# design 1

design_1/m3.png
Scale: 3 px per um.
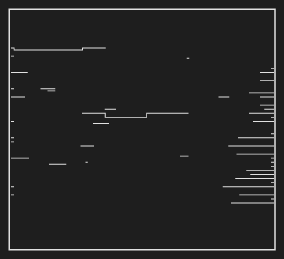

$ cat src/rtl/pipe_control_pkg.sv
// Shared opcode constants, ALU-op encodings and the pipeline control bundle.
// PIPE_CONTROL_JUMP_EN enables jump decoding in pipe_decode.
package pipe_control_pkg;

  localparam logic [5:0] OP_RTYPE = 6'b000000;
  localparam logic [5:0] OP_LW    = 6'b100011;
  localparam logic [5:0] OP_SW    = 6'b101011;
  localparam logic [5:0] OP_BEQ   = 6'b000100;
  localparam logic [5:0] OP_ADDI  = 6'b001000;
  localparam logic [5:0] OP_J     = 6'b000010;

  typedef enum logic [1:0] {
    ALUOP_ADD   = 2'b00,
    ALUOP_SUB   = 2'b01,
    ALUOP_FUNCT = 2'b10
  } aluop_e;

  typedef struct packed {
    logic   regdst;
    logic   alusrc;
    aluop_e aluop;
    logic   branch;
    logic   memread;
    logic   memwrite;
    logic   regwrite;
    logic   memtoreg;
  } ctrl_t;

  localparam ctrl_t CTRL_NOP = ctrl_t'('0);

  // Instructions whose rt field is a source operand (load-use relevant).
  function automatic logic reads_rt(input logic [5:0] op);
    return (op == OP_RTYPE) || (op == OP_SW) || (op == OP_BEQ);
  endfunction

endpackage

$ cat src/rtl/pipe_decode.sv
// Combinational opcode decoder producing the pipeline control bundle.
// PIPE_CONTROL_JUMP_EN: opcode 000010 decodes as a jump instead of illegal.
module pipe_decode
  import pipe_control_pkg::*;
(
  input  logic [5:0] i_opcode,
  output ctrl_t      o_ctrl,
  output logic       o_illegal,
  output logic       o_jump
);

  always_comb begin
    o_ctrl    = CTRL_NOP;
    o_illegal = 1'b0;
    o_jump    = 1'b0;
    case (i_opcode)
      OP_RTYPE: begin
        o_ctrl.regdst   = 1'b1;
        o_ctrl.aluop    = ALUOP_FUNCT;
        o_ctrl.regwrite = 1'b1;
      end
      OP_LW: begin
        o_ctrl.alusrc   = 1'b1;
        o_ctrl.memread  = 1'b1;
        o_ctrl.memtoreg = 1'b1;
        o_ctrl.regwrite = 1'b1;
      end
      OP_SW: begin
        o_ctrl.alusrc   = 1'b1;
        o_ctrl.memwrite = 1'b1;
      end
      OP_BEQ: begin
        o_ctrl.branch = 1'b1;
        o_ctrl.aluop  = ALUOP_SUB;
      end
      OP_ADDI: begin
        o_ctrl.alusrc   = 1'b1;
        o_ctrl.regwrite = 1'b1;
      end
`ifdef PIPE_CONTROL_JUMP_EN
      OP_J: o_jump = 1'b1;
`endif
      default: o_illegal = 1'b1;
    endcase
  end

endmodule

$ cat src/rtl/pipe_control.sv
// Pipeline control: decode staging, load-use stall, branch/jump flush, event counters.
// PIPE_CONTROL_JUMP_EN enables the jump flush path (see pipe_decode).
module pipe_control
  import pipe_control_pkg::*;
#(
  parameter int unsigned AW    = 5,
  parameter int unsigned CNT_W = 16
) (
  input  logic             clk,
  input  logic             rst_n,
  input  logic [5:0]       id_opcode,
  input  logic [AW-1:0]    id_rs,
  input  logic [AW-1:0]    id_rt,
  input  logic             ex_zero,
  output logic             pc_write,
  output logic             ifid_write,
  output logic             ifid_flush,
  output logic             ex_regdst,
  output logic             ex_alusrc,
  output logic [1:0]       ex_aluop,
  output logic             ex_taken,
  output logic             mem_memread,
  output logic             mem_memwrite,
  output logic             wb_regwrite,
  output logic             wb_memtoreg,
  output logic             illegal_op,
  output logic [CNT_W-1:0] stall_cnt,
  output logic [CNT_W-1:0] flush_cnt
);

  ctrl_t             w_dec_ctrl;
  logic              w_dec_illegal;
  logic              w_jump;
  logic              w_hazard;
  logic              w_flush;
  logic              w_stall;
  logic              w_bubble;

  ctrl_t             r_idex;
  logic [AW-1:0]     r_idex_rt;
  logic              r_exmem_memread;
  logic              r_exmem_memwrite;
  logic              r_exmem_regwrite;
  logic              r_exmem_memtoreg;
  logic              r_memwb_regwrite;
  logic              r_memwb_memtoreg;
  logic              r_illegal;
  logic [CNT_W-1:0]  r_stall_cnt;
  logic [CNT_W-1:0]  r_flush_cnt;

  pipe_decode u_decode (
    .i_opcode  (id_opcode),
    .o_ctrl    (w_dec_ctrl),
    .o_illegal (w_dec_illegal),
    .o_jump    (w_jump)
  );

  // A flush squashes the ID instruction anyway, so it overrides a stall.
  always_comb begin
    w_hazard = r_idex.memread &&
               ((r_idex_rt == id_rs) || ((r_idex_rt == id_rt) && reads_rt(id_opcode)));
    ex_taken = r_idex.branch & ex_zero;
    w_flush  = ex_taken | w_jump;
    w_stall  = w_hazard & ~w_flush;
    w_bubble = w_stall | w_flush;

    pc_write   = rst_n & ~w_stall;
    ifid_write = rst_n & ~w_stall;
    ifid_flush = rst_n & w_flush;
  end

  always_ff @(posedge clk) begin
    if (!rst_n) begin
      r_idex           <= CTRL_NOP;
      r_idex_rt        <= '0;
      r_exmem_memread  <= 1'b0;
      r_exmem_memwrite <= 1'b0;
      r_exmem_regwrite <= 1'b0;
      r_exmem_memtoreg <= 1'b0;
      r_memwb_regwrite <= 1'b0;
      r_memwb_memtoreg <= 1'b0;
      r_illegal        <= 1'b0;
    end else begin
      r_idex           <= w_bubble ? CTRL_NOP : w_dec_ctrl;
      r_idex_rt        <= id_rt;
      r_exmem_memread  <= r_idex.memread;
      r_exmem_memwrite <= r_idex.memwrite;
      r_exmem_regwrite <= r_idex.regwrite;
      r_exmem_memtoreg <= r_idex.memtoreg;
      r_memwb_regwrite <= r_exmem_regwrite;
      r_memwb_memtoreg <= r_exmem_memtoreg;
      // A stalled illegal op is reported once, when it actually leaves ID.
      r_illegal        <= w_dec_illegal & ~w_bubble;
    end
  end

  always_ff @(posedge clk) begin
    if (!rst_n) begin
      r_stall_cnt <= '0;
      r_flush_cnt <= '0;
    end else begin
      if (w_stall && (r_stall_cnt != '1))
        r_stall_cnt <= r_stall_cnt + CNT_W'(1);
      if (w_flush && (r_flush_cnt != '1))
        r_flush_cnt <= r_flush_cnt + CNT_W'(1);
    end
  end

  assign ex_regdst    = r_idex.regdst;
  assign ex_alusrc    = r_idex.alusrc;
  assign ex_aluop     = r_idex.aluop;
  assign mem_memread  = r_exmem_memread;
  assign mem_memwrite = r_exmem_memwrite;
  assign wb_regwrite  = r_memwb_regwrite;
  assign wb_memtoreg  = r_memwb_memtoreg;
  assign illegal_op   = r_illegal;
  assign stall_cnt    = r_stall_cnt;
  assign flush_cnt    = r_flush_cnt;

endmodule

$ cat config.mk
export PLATFORM = sky130hd
export DESIGN_NAME = pipe_control
export DESIGN_NICKNAME = d
export VERILOG_FILES = /design/src/rtl/pipe_control_pkg.sv /design/src/rtl/pipe_decode.sv /design/src/rtl/pipe_control.sv
export SDC_FILE = /design/constraint.sdc
export NUM_CORES = 1
export LEC_CHECK = 0
export ABC_AREA = 1
export CORE_ASPECT_RATIO = 0.9
export CORE_MARGIN = 2
export CORE_UTILIZATION = 40
export DETAILED_ROUTE_END_ITERATION = 8
export PLACE_DENSITY = 0.66
export REMOVE_ABC_BUFFERS = 1
export SETUP_SLACK_MARGIN = 0.3
export SKIP_CTS_REPAIR_TIMING = 1
export SLEW_MARGIN = 20
export SYNTH_ARGS = -nofsm -noshare
export SYNTH_HDL_FRONTEND = slang
export SYNTH_SLANG_ARGS = --single-unit
$ cat constraint.sdc
create_clock -name clk -period 3.28 [get_ports clk]
set_input_delay 0.492 -clock clk [delete_from_list [all_inputs] [get_ports clk]]
set_output_delay 0.492 -clock clk [all_outputs]
set_load 0.05 [all_outputs]
# design 2

[src/rtl/tile_fetch.sv]
// tile_fetch: reads a stored frame from SRAM in tile order and streams its pixels to the DWT.
//
// Tiles are visited in raster order. Inside each tile, the block reads one row of words at a time,
// top row first. Each 32-bit SRAM word is sent as four pixels, most significant byte first.
// Read data returns RD_LAT cycles after the address is driven. It lands in a 4-word FIFO.
// New reads are throttled so that the reads in flight plus the FIFO fill never exceed 4.
//
// Ports:
//   clk_100          in   system clock, rising edge
//   rst              in   asynchronous active-low reset
//   jpeg_start       in   one-cycle pulse: frame is stored, begin fetching
//   data_to_jpeg     in   SRAM read word (pixel order [31:24],[23:16],[15:8],[7:0])
//   address_from_dwt out  SRAM word read address (0 when not fetching)
//   pix_data         out  pixel to DWT
//   pix_valid        out  pix_data valid
//   pix_ready        in   DWT accepts pixel
//   tile_last        out  marks the last pixel of each tile
//   frame_done       out  one-cycle pulse once the whole frame has been transferred
//
// Build option: define TILE_FETCH_LEVEL_SHIFT_EN to flip the pixel MSB.
// This applies the DC level shift and makes pixels two's complement.
// When the macro is undefined, raw bytes are passed through.
module tile_fetch #(
  parameter int unsigned IMG_WPR   = 160,
  parameter int unsigned IMG_ROWS  = 480,
  parameter int unsigned TILE_WW   = 8,
  parameter int unsigned TILE_ROWS = 32,
  parameter int unsigned RD_LAT    = 2
) (
  input  logic        clk_100,
  input  logic        rst,
  input  logic        jpeg_start,
  input  logic [31:0] data_to_jpeg,
  output logic [17:0] address_from_dwt,
  output logic [7:0]  pix_data,
  output logic        pix_valid,
  input  logic        pix_ready,
  output logic        tile_last,
  output logic        frame_done
);

  localparam int unsigned NumCols = IMG_WPR / TILE_WW;
  localparam int unsigned NumTrows = IMG_ROWS / TILE_ROWS;
  localparam logic [15:0] WordMax = 16'(TILE_WW - 1);
  localparam logic [15:0] RowMax = 16'(TILE_ROWS - 1);
  localparam logic [15:0] ColMax = 16'(NumCols - 1);
  localparam logic [15:0] TrowMax = 16'(NumTrows - 1);
  localparam logic [17:0] RowStep = 18'(IMG_WPR);
  localparam logic [17:0] TileStep = 18'(TILE_WW);
  localparam logic [17:0] TrowStep = 18'(TILE_ROWS * IMG_WPR);

`ifdef TILE_FETCH_LEVEL_SHIFT_EN
  localparam logic [7:0] LevelMask = 8'h80;
`else
  localparam logic [7:0] LevelMask = 8'h00;
`endif

  typedef enum logic [1:0] {StIdle, StFetch, StDrain, StDone} state_e;
  state_e state_q, state_d;

  logic [15:0] word_q, row_q, tcol_q, trow_q;
  logic [17:0] addr_q, row_base_q, tile_base_q, trow_base_q;
  logic        end_word, end_row, end_col, end_trow, last_read, tile_end;

  logic [RD_LAT-1:0] sr_q, sr_d, tag_sr_q, tag_sr_d;
  logic [4:0]        occ;
  logic              issue;

  logic [32:0] fifo_mem_q [4];
  logic [1:0]  wr_ptr_q, rd_ptr_q, idx_q;
  logic [2:0]  cnt_q;
  logic        fifo_wr, fire, pop;
  logic [32:0] head;
  logic [7:0]  raw_byte;

  assign end_word  = (word_q == WordMax);
  assign end_row   = (row_q == RowMax);
  assign end_col   = (tcol_q == ColMax);
  assign end_trow  = (trow_q == TrowMax);
  assign tile_end  = end_word && end_row;
  assign last_read = tile_end && end_col && end_trow;

  // Reads in flight plus FIFO fill, so the FIFO can never be overrun.
  assign occ   = 5'($countones(sr_q)) + {2'b00, cnt_q};
  assign issue = (state_q == StFetch) && (occ < 5'd4);

  always_comb begin
    state_d    = state_q;
    frame_done = 1'b0;
    unique case (state_q)
      StIdle:  if (jpeg_start) state_d = StFetch;
      StFetch: if (issue && last_read) state_d = StDrain;
      StDrain: if ((cnt_q == 3'd0) && (sr_q == '0)) state_d = StDone;
      StDone: begin
        frame_done = 1'b1;
        state_d    = StIdle;
      end
      default: state_d = StIdle;
    endcase
  end

  always_ff @(posedge clk_100 or negedge rst) begin
    if (!rst) state_q <= StIdle;
    else      state_q <= state_d;
  end

  // Incremental address walk. Each base register holds the start address of its own scope,
  // so every step is a single add.
  always_ff @(posedge clk_100 or negedge rst) begin
    if (!rst) begin
      word_q      <= '0;
      row_q       <= '0;
      tcol_q      <= '0;
      trow_q      <= '0;
      addr_q      <= '0;
      row_base_q  <= '0;
      tile_base_q <= '0;
      trow_base_q <= '0;
    end else if ((state_q == StIdle) && jpeg_start) begin
      word_q      <= '0;
      row_q       <= '0;
      tcol_q      <= '0;
      trow_q      <= '0;
      addr_q      <= '0;
      row_base_q  <= '0;
      tile_base_q <= '0;
      trow_base_q <= '0;
    end else if (issue && !last_read) begin
      if (!end_word) begin
        word_q <= word_q + 16'd1;
        addr_q <= addr_q + 18'd1;
      end else if (!end_row) begin
        word_q     <= '0;
        row_q      <= row_q + 16'd1;
        row_base_q <= row_base_q + RowStep;
        addr_q     <= row_base_q + RowStep;
      end else if (!end_col) begin
        word_q      <= '0;
        row_q       <= '0;
        tcol_q      <= tcol_q + 16'd1;
        tile_base_q <= tile_base_q + TileStep;
        row_base_q  <= tile_base_q + TileStep;
        addr_q      <= tile_base_q + TileStep;
      end else begin
        word_q      <= '0;
        row_q       <= '0;
        tcol_q      <= '0;
        trow_q      <= trow_q + 16'd1;
        trow_base_q <= trow_base_q + TrowStep;
        tile_base_q <= trow_base_q + TrowStep;
        row_base_q  <= trow_base_q + TrowStep;
        addr_q      <= trow_base_q + TrowStep;
      end
    end
  end

  assign address_from_dwt = (state_q == StFetch) ? addr_q : '0;

  // Valid/tag pipeline that tracks each issued read until its data comes back.
  generate
    if (RD_LAT == 1) begin : g_lat_one
      assign sr_d     = issue;
      assign tag_sr_d = issue && tile_end;
    end else begin : g_lat_many
      assign sr_d     = {sr_q[RD_LAT-2:0], issue};
      assign tag_sr_d = {tag_sr_q[RD_LAT-2:0], issue && tile_end};
    end
  endgenerate

  always_ff @(posedge clk_100 or negedge rst) begin
    if (!rst) begin
      sr_q     <= '0;
      tag_sr_q <= '0;
    end else begin
      sr_q     <= sr_d;
      tag_sr_q <= tag_sr_d;
    end
  end

  assign fifo_wr = sr_q[RD_LAT-1];

  // Each FIFO entry is stored as {tile_end tag, word}.
  always_ff @(posedge clk_100) begin
    if (fifo_wr) fifo_mem_q[wr_ptr_q] <= {tag_sr_q[RD_LAT-1], data_to_jpeg};
  end

  assign head      = fifo_mem_q[rd_ptr_q];
  assign pix_valid = (cnt_q != 3'd0);
  assign fire      = pix_valid && pix_ready;
  assign pop       = fire && (idx_q == 2'd3);

  always_ff @(posedge clk_100 or negedge rst) begin
    if (!rst) begin
      wr_ptr_q <= '0;
      rd_ptr_q <= '0;
      cnt_q    <= '0;
      idx_q    <= '0;
    end else begin
      if (fifo_wr) wr_ptr_q <= wr_ptr_q + 2'd1;
      if (pop)     rd_ptr_q <= rd_ptr_q + 2'd1;
      if (fire)    idx_q    <= idx_q + 2'd1;
      cnt_q <= cnt_q + {2'b00, fifo_wr} - {2'b00, pop};
    end
  end

  // The pixel is taken straight from the FIFO head, so it holds steady while stalled.
  always_comb begin
    raw_byte = 8'h00;
    unique case (idx_q)
      2'd0: raw_byte = head[31:24];
      2'd1: raw_byte = head[23:16];
      2'd2: raw_byte = head[15:8];
      2'd3: raw_byte = head[7:0];
      default: raw_byte = 8'h00;
    endcase
  end

  assign pix_data  = pix_valid ? (raw_byte ^ LevelMask) : 8'h00;
  assign tile_last = pix_valid && head[32] && (idx_q == 2'd3);

endmodule
[config.mk]
export PLATFORM = sky130hd
export DESIGN_NAME = tile_fetch
export DESIGN_NICKNAME = d
export VERILOG_FILES = /design/src/rtl/tile_fetch.sv
export SDC_FILE = /design/constraint.sdc
export NUM_CORES = 1
export LEC_CHECK = 0
export CAP_MARGIN = 0
export CORE_ASPECT_RATIO = 2
export CORE_MARGIN = 4
export CORE_UTILIZATION = 55
export CTS_CLUSTER_DIAMETER = 100
export CTS_CLUSTER_SIZE = 14
export DETAILED_ROUTE_END_ITERATION = 7
export PLACE_DENSITY = 0.79
export SETUP_SLACK_MARGIN = 0.15
export SLEW_MARGIN = 40
export SYNTH_ARGS = -nofsm -noshare
export SYNTH_HDL_FRONTEND = slang
export SYNTH_SLANG_ARGS = --single-unit
[constraint.sdc]
create_clock -name clk_100 -period 2.7 [get_ports clk_100]
set_clock_uncertainty 0.2 [all_clocks]
set_input_delay 0.54 -clock clk_100 [delete_from_list [all_inputs] [get_ports clk_100]]
set_output_delay 0.54 -clock clk_100 [all_outputs]
set_load 0.02 [all_outputs]
# design 3

$ cat config.mk
export PLATFORM = sky130hd
export DESIGN_NAME = hazard_ctrl_pipe
export DESIGN_NICKNAME = d
export VERILOG_FILES = /design/src/rtl/hazard_ctrl_pipe.sv
export SDC_FILE = /design/constraint.sdc
export NUM_CORES = 1
export LEC_CHECK = 0
export CAP_MARGIN = 20
export CORE_ASPECT_RATIO = 0.5
export CORE_UTILIZATION = 40
export CTS_CLUSTER_DIAMETER = 60
export DETAILED_ROUTE_END_ITERATION = 6
export PLACE_DENSITY = 0.75
export SLEW_MARGIN = 40
export SYNTH_ARGS = -nofsm -noshare
export SYNTH_HDL_FRONTEND = slang
export SYNTH_SLANG_ARGS = --single-unit
$ cat constraint.sdc
create_clock -name clk -period 2.5 [get_ports clk]
set_clock_uncertainty 0.1 [all_clocks]
set_input_delay 0.5 -clock clk [delete_from_list [all_inputs] [get_ports clk]]
set_output_delay 0.5 -clock clk [all_outputs]
set_load 0.01 [all_outputs]
$ cat src/rtl/hazard_ctrl_pipe.sv
// hazard_ctrl_pipe
//
// Hazard control for a five-stage in-order pipeline that also has a
// multicycle multiply/divide unit in the execute stage.
//
// Parameters
//   REGW    register-address width
//   MDLAT   multiply/divide execute latency in cycles (2..16)
//   CNTW    width of the stall-cycle counter
//   ZEROREG 1 = register 0 is hardwired and never matches
//
// Ports
//   clk, reset                       rising-edge clock, async active-high reset
//   rsD, rtD                         decode-stage source addresses
//   rsE, rtE, writeregE              execute-stage sources and destination
//   writeregM, writeregW             memory/writeback destinations
//   regwriteE/M/W                    per-stage register-write enables
//   memtoregE, memtoregM             load in E / load in M
//   branchD                          branch compare active in decode
//   mdstartE                         multicycle op occupies execute
//   clrcnt                           synchronous clear of stallcnt
//   stallF, stallD, stallE           hold the F/D/E pipeline registers
//   flushE, flushM                   bubble into the E/M register
//   forwardAD, forwardBD             1 = aluoutM to the decode comparator
//   forwardAE, forwardBE             00 regfile, 01 resultW, 10 aluoutM
//   mdbusy, mddone                   multicycle unit holding / release pulse
//   stallcnt                         saturating count of stallF cycles
module hazard_ctrl_pipe #(
    parameter int REGW    = 5,
    parameter int MDLAT   = 4,
    parameter int CNTW    = 16,
    parameter int ZEROREG = 1
) (
    input  logic            clk,
    input  logic            reset,
    input  logic [REGW-1:0] rsD,
    input  logic [REGW-1:0] rtD,
    input  logic [REGW-1:0] rsE,
    input  logic [REGW-1:0] rtE,
    input  logic [REGW-1:0] writeregE,
    input  logic [REGW-1:0] writeregM,
    input  logic [REGW-1:0] writeregW,
    input  logic            regwriteE,
    input  logic            regwriteM,
    input  logic            regwriteW,
    input  logic            memtoregE,
    input  logic            memtoregM,
    input  logic            branchD,
    input  logic            mdstartE,
    input  logic            clrcnt,
    output logic            stallF,
    output logic            stallD,
    output logic            stallE,
    output logic            flushE,
    output logic            flushM,
    output logic            forwardAD,
    output logic            forwardBD,
    output logic [1:0]      forwardAE,
    output logic [1:0]      forwardBE,
    output logic            mdbusy,
    output logic            mddone,
    output logic [CNTW-1:0] stallcnt
);

    localparam int              MDCW   = (MDLAT > 1) ? $clog2(MDLAT) : 1;
    localparam logic [MDCW-1:0] MDLOAD = MDCW'(MDLAT - 1);

    typedef enum logic {
        IDLE = 1'b0,
        BUSY = 1'b1
    } mdState_t;

    mdState_t        mdState;
    logic [MDCW-1:0] mdCnt;
    logic            mdStall;
    logic            lwStall;
    logic            brStall;

    // Address compare; register 0 is a constant source when ZEROREG is set,
    // so a write to it must never create a dependence.
    function automatic logic regMatch(input logic [REGW-1:0] a,
                                      input logic [REGW-1:0] b);
        return (a == b) && !((ZEROREG != 0) && (a == '0));
    endfunction

    function automatic logic [CNTW-1:0] satInc(input logic [CNTW-1:0] v);
        return (&v) ? v : v + CNTW'(1);
    endfunction

    function automatic logic [1:0] fwdSel(input logic [REGW-1:0] src);
        if (regwriteM && regMatch(src, writeregM))
            return 2'b10;
        else if (regwriteW && regMatch(src, writeregW))
            return 2'b01;
        else
            return 2'b00;
    endfunction

    // Forwarding: M is newer than W, so it wins.
    assign forwardAE = fwdSel(rsE);
    assign forwardBE = fwdSel(rtE);
    assign forwardAD = regwriteM && regMatch(rsD, writeregM);
    assign forwardBD = regwriteM && regMatch(rtD, writeregM);

    // Load-use: the loaded value is not available until after M.
    assign lwStall = memtoregE && (regMatch(rtE, rsD) || regMatch(rtE, rtD));

    // Branch compare in D needs operands that are still in E, or a load in M.
    assign brStall = branchD &&
                     ((regwriteE && (regMatch(writeregE, rsD) || regMatch(writeregE, rtD))) ||
                      (memtoregM && (regMatch(writeregM, rsD) || regMatch(writeregM, rtD))));

    // The start cycle itself stalls, then MDLAT-1 more cycles while the
    // counter runs down; the counter==0 cycle is the release cycle.
    always_comb begin
        mdStall = 1'b0;
        mddone  = 1'b0;
        if (mdState == IDLE) begin
            mdStall = mdstartE;
        end else if (mdCnt != '0) begin
            mdStall = 1'b1;
        end else begin
            mddone = 1'b1;
        end
    end

    assign mdbusy = mdStall;
    assign stallF = lwStall | brStall | mdStall;
    assign stallD = stallF;
    assign stallE = mdStall;
    assign flushM = mdStall;
    // While E is held there must be no bubble into E, or the held op is lost.
    assign flushE = (lwStall | brStall) & ~mdStall;

    always_ff @(posedge clk or posedge reset) begin
        if (reset) begin
            mdState <= IDLE;
            mdCnt   <= '0;
        end else if (mdState == IDLE) begin
            if (mdstartE) begin
                mdCnt   <= MDLOAD;
                mdState <= BUSY;
            end
        end else begin
            if (mdCnt != '0)
                mdCnt <= mdCnt - 1'b1;
            else
                mdState <= IDLE;
        end
    end

    // Clear takes priority over a same-cycle increment.
    always_ff @(posedge clk or posedge reset) begin
        if (reset)
            stallcnt <= '0;
        else if (clrcnt)
            stallcnt <= '0;
        else if (stallF)
            stallcnt <= satInc(stallcnt);
    end

endmodule

design_1/sizing.png
Scale: 6 px per um.
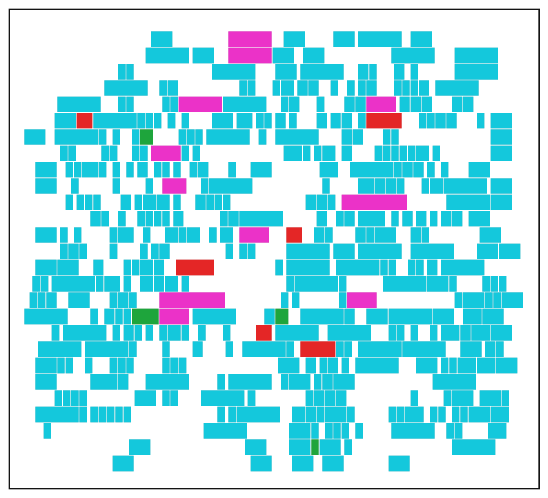
Key: red = x3 and x4 [cells 6, most used buf_4]; cyan = x1 and smaller [cells 427, most used nand2_1]; green = x2 [cells 4]; magenta = x6 and larger [cells 11, most used clkbuf_8]

About design_1/m3.png:
The wires run mostly horizontal. 42 nets have wire on it. The layer carries 281 um of wire.

==> ci_impl_report.md, design 1 <==
## Implementation flow summary

| Metric | Value |
|---|---|
| Outcome | `finished clean` |
| Aoi share | `7.97%` |
| Sequential power | `0.628 mW` |
| Mux frac, synth | `0%` |
| IO Pins | `64` |
| Top-count cell post-synth | `nand2_1` |
| Yosys cell types | `29` |
| Root Driver | `clkbuf_8` |
| Finished Cell Area | `roughly 3400 um2` |
| Wire per inst | `10.7 um` |
| Simple share | `a little over a third` |
| Crit path required time | `2.79 ns` |
| Endpoints failing setup | `0` |
| M3 GR Usage | `under 10%` |
| Worst path max stage delay | `between 0.4 and 0.5 ns` |
| Gr ovfl total | `0` |
| Placer Congestion | `0.787` |
| DR vias | `2475` |
| Worst slew pin tran | `0.544 ns` |
| Top cell excl fill/tap | `nand2_1` |
| 1st-iter DRT viols | `about 90` |
-- design 1: path summary, 6_finish.rpt --
path | start | end | slack [ns] | cells past startpoint
min reg2reg | r_exmem_regwrite | wb_regwrite | 0.42 | 2
min | r_exmem_regwrite | wb_regwrite | 0.42 | 2
max reg2reg | flush_cnt[0] | flush_cnt[14] | 1.35 | 9
max | id_opcode[3] | pc_write | 0.53 | 11
-- design 1: cell type report --
type	count	area, um2
clock buffers	5	68.8
clock inverters	3	71.3
fillers	612	2720
inverters	65	244
multi-input cells	258	1230
flip-flops and latches	51	1020
well taps	87	109
repair buffers	66	683
design_3/gates.png
Scale: 6 px per um.
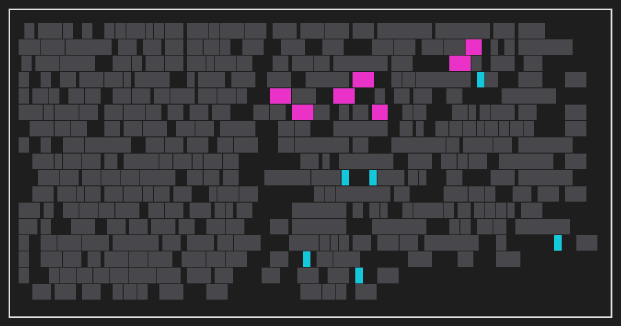
Key: magenta = non-inverting ao/oa cells [cells 7, where north]; cyan = inv cells [cells 6, most used inv_1]

design_3/m2.png
Scale: 4 px per um. Cells faint in the background.
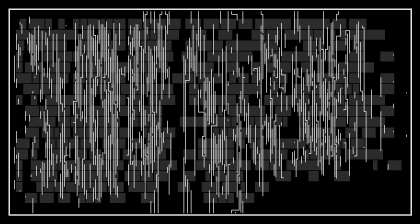
The layer holds 52% of the routed length. The longest straight run is 33.3 um. The layer carries 3150 um of wire. 345 nets have wire on it.
final WL: 6030 um
DR vias: 2053

==> ci_impl_report.md, design 3 <==
## Implementation flow summary

| Metric | Value |
|---|---|
| Outcome | `finished, violations left` |
| Failing checks | `setup timing` |
| Setup Crit Path Kind | `input port to output port` |
| Crit path depth | `6` |
| R2R cell count | `9` |
| Buffers on Ports | `73` |
| IO Pins | `74` |
| # Post-CTS Setup Buffers | `13` |
| WHS | `around 0.47 ns` |
| OpenROAD warnings | `29` |
| Simple share | `roughly a quarter` |
| Top cell excl fill/tap | `buf_4` |
| Clock-cell share of area | `about 1.4%` |
| Root Driver | `clkbuf_8` |
| Aoi share | `14.2%` |
| DP HPWL | `4190 um` |
| Worst setup margin | `-0.105 ns` |
| Wire per inst | `about 15 um` |
| Synth top area cells | `dfrtp_1, xor2_1, xnor2_1` |
| Critical Path Fanout Max | `3` |
| Critical Path AT | `2.00 ns` |
| Post-CTS resize count | `126` |
| Main synth FF type | `dfrtp_1` |
| Fin cells | `roughly 400` |
| Endpoints failing setup | `4` |
| Total of max-cap violations | `0` |
| Mapped Area | `1930 um2` |
| Clock buffer depth | `2` |
| Post-synth regs | `19` |
| CP bufs+invs | `2` |
| Critical-path top delay cell | `or4_4` |
| 1st-iter DRT viols | `32` |
==> design 3: power by group <==
group / switching (mW) / internal [mW]
logic: 0.418 / 0.497
registers: 0.0546 / 0.350
clock network: 0.104 / 0.113
==> design 3: sequential cells by signal (all words and copies together) (netlist names) <==
signal and flops:
stallcnt 16, mdState 1, mdCnt 2
==> design 3: routing by layer <==
| metal | GRT usage, % | wire length (um) | vias to the layer above |
|---|---|---|---|
| li1 | - | - | 1008 |
| met1 | 26.4 | 2480 | 974 |
| met2 | 46.5 | 3150 | 62 |
| met3 | 5.06 | 321 | 9 |
| met4 | 7.97 | 85 | 0 |
| met5 | 0 | 0 | - |
design_2/m3.png
Scale: 1.5 px per um.
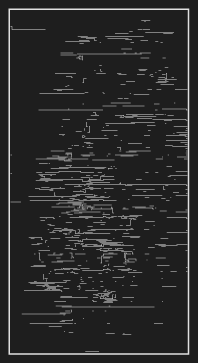
The layer carries 3290 um of wire. The wires run mostly horizontal. The layer holds 6.8% of the routed length.
final WL: 48700 um
M3 GR Usage: 4.09%
DR vias: 12000

==> ci_impl_report.md, design 2 <==
## Implementation flow summary

| Metric | Value |
|---|---|
| Relative slew slack | `56.6%` |
| Failing checks | `DRC, setup timing` |
| Placed Cells | `1621` |
| Top cells excl fill/tap | `dfrtp_1, edfxtp_1, buf_4, nor2_1, nand2_1` |
| Net Switching | `6.16 mW` |
| Worst hold path type | `register to register` |
| Endpoints failing setup | `28` |
| Drt drc | `1` |
| Reg with most FFs | `fifo_mem_q` |
| Outcome | `finished, violations left` |
| Combinational group share of total power | `46.8%` |
| P_leak | `around 7.2 nW` |
| OpenROAD warnings | `39` |
| DRT met1 WL | `14700 um` |
| #MultiIn Comb | `between 800 and 900` |
| Inverter count | `26` |
| Commonest cells post-synth | `dfrtp_1, edfxtp_1, nand2_1` |
| Clock Latency Late Sink | `~0.55 ns` |
| Die ar. | `27100 um2` |
| Metal3 WL | `3290 um` |
| Largest net degree at the start of global routing | `around 45` |
| Clk pwr share | `18.9%` |
| Number of global-route vias before repair | `between 10000 and 15000` |
| Worst setup margin | `-0.560 ns` |
| IO Pins | `65` |
| Worst vdd ir | `~630 uV` |
| CORE AREA | `between 20000 and 25000 um2` |
| Sequential share of power | `34.3%` |
| Fraction of layout cells with a size suffix above 1 | `39.8%` |
| Placed Area | `15400 um2` |
| Reg2Reg Setup Slack | `-0.09 ns` |
| Min Tclk post-route | `roughly 3.3 ns` |
| Yosys cell types | `72` |
| Mux frac, synth | `5.93%` |
| DRT Pass-1 Iters | `8` |
| Simple share | `17.3%` |
## design 2: critical path, delay by kind of cell, from the launching register on
family | cells | cell delay [ns]
DFF | 1 | 0.48
and+or+nand+nor | 2 | 0.18
buffers and inverters | 4 | 0.54
AOI/OAI and AO/OA | 2 | 0.26
muxes | 1 | 0.52
## design 2: through the flow
step           hold slack (ns)  setup WS, ns
2_1_floorplan           0.0444         0.181
3_3_place_gp             0.135        -0.306
3_5_place_dp             0.152        -0.410
4_1_cts                  0.164        -0.466
5_1_grt                  0.167        -0.618
6_report                 0.175        -0.560


==> notes/layouts.md <==
Pictures saved along the way, in no particular order.

Routing congestion map.
picture 1
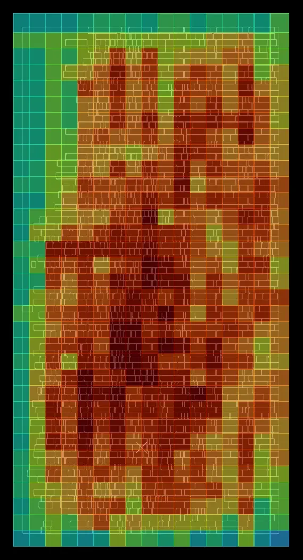
picture 2
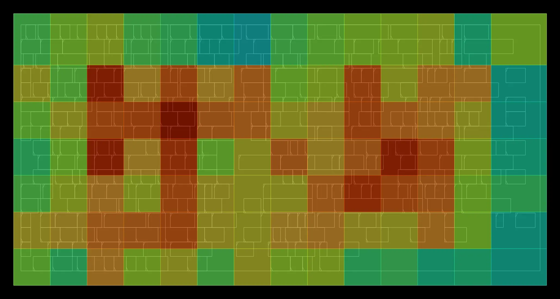
picture 3
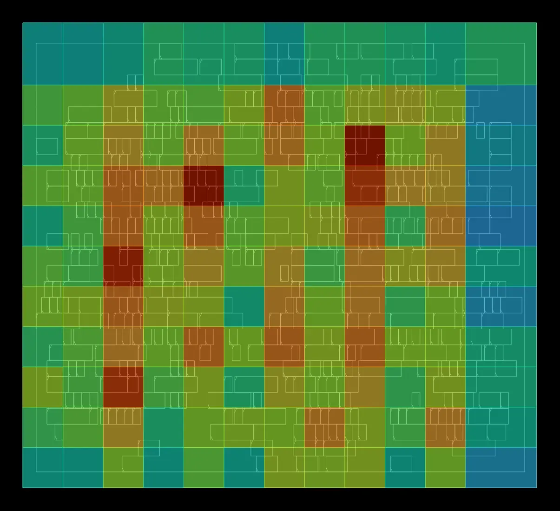
- highest track usage: picture 1
- lowest track usage: picture 3
| picture | from |
|---|---|
| picture 1 | design 2 |
| picture 3 | design 1 |
| picture 2 | design 3 |

Power is estimated from default activity; no workload was simulated.
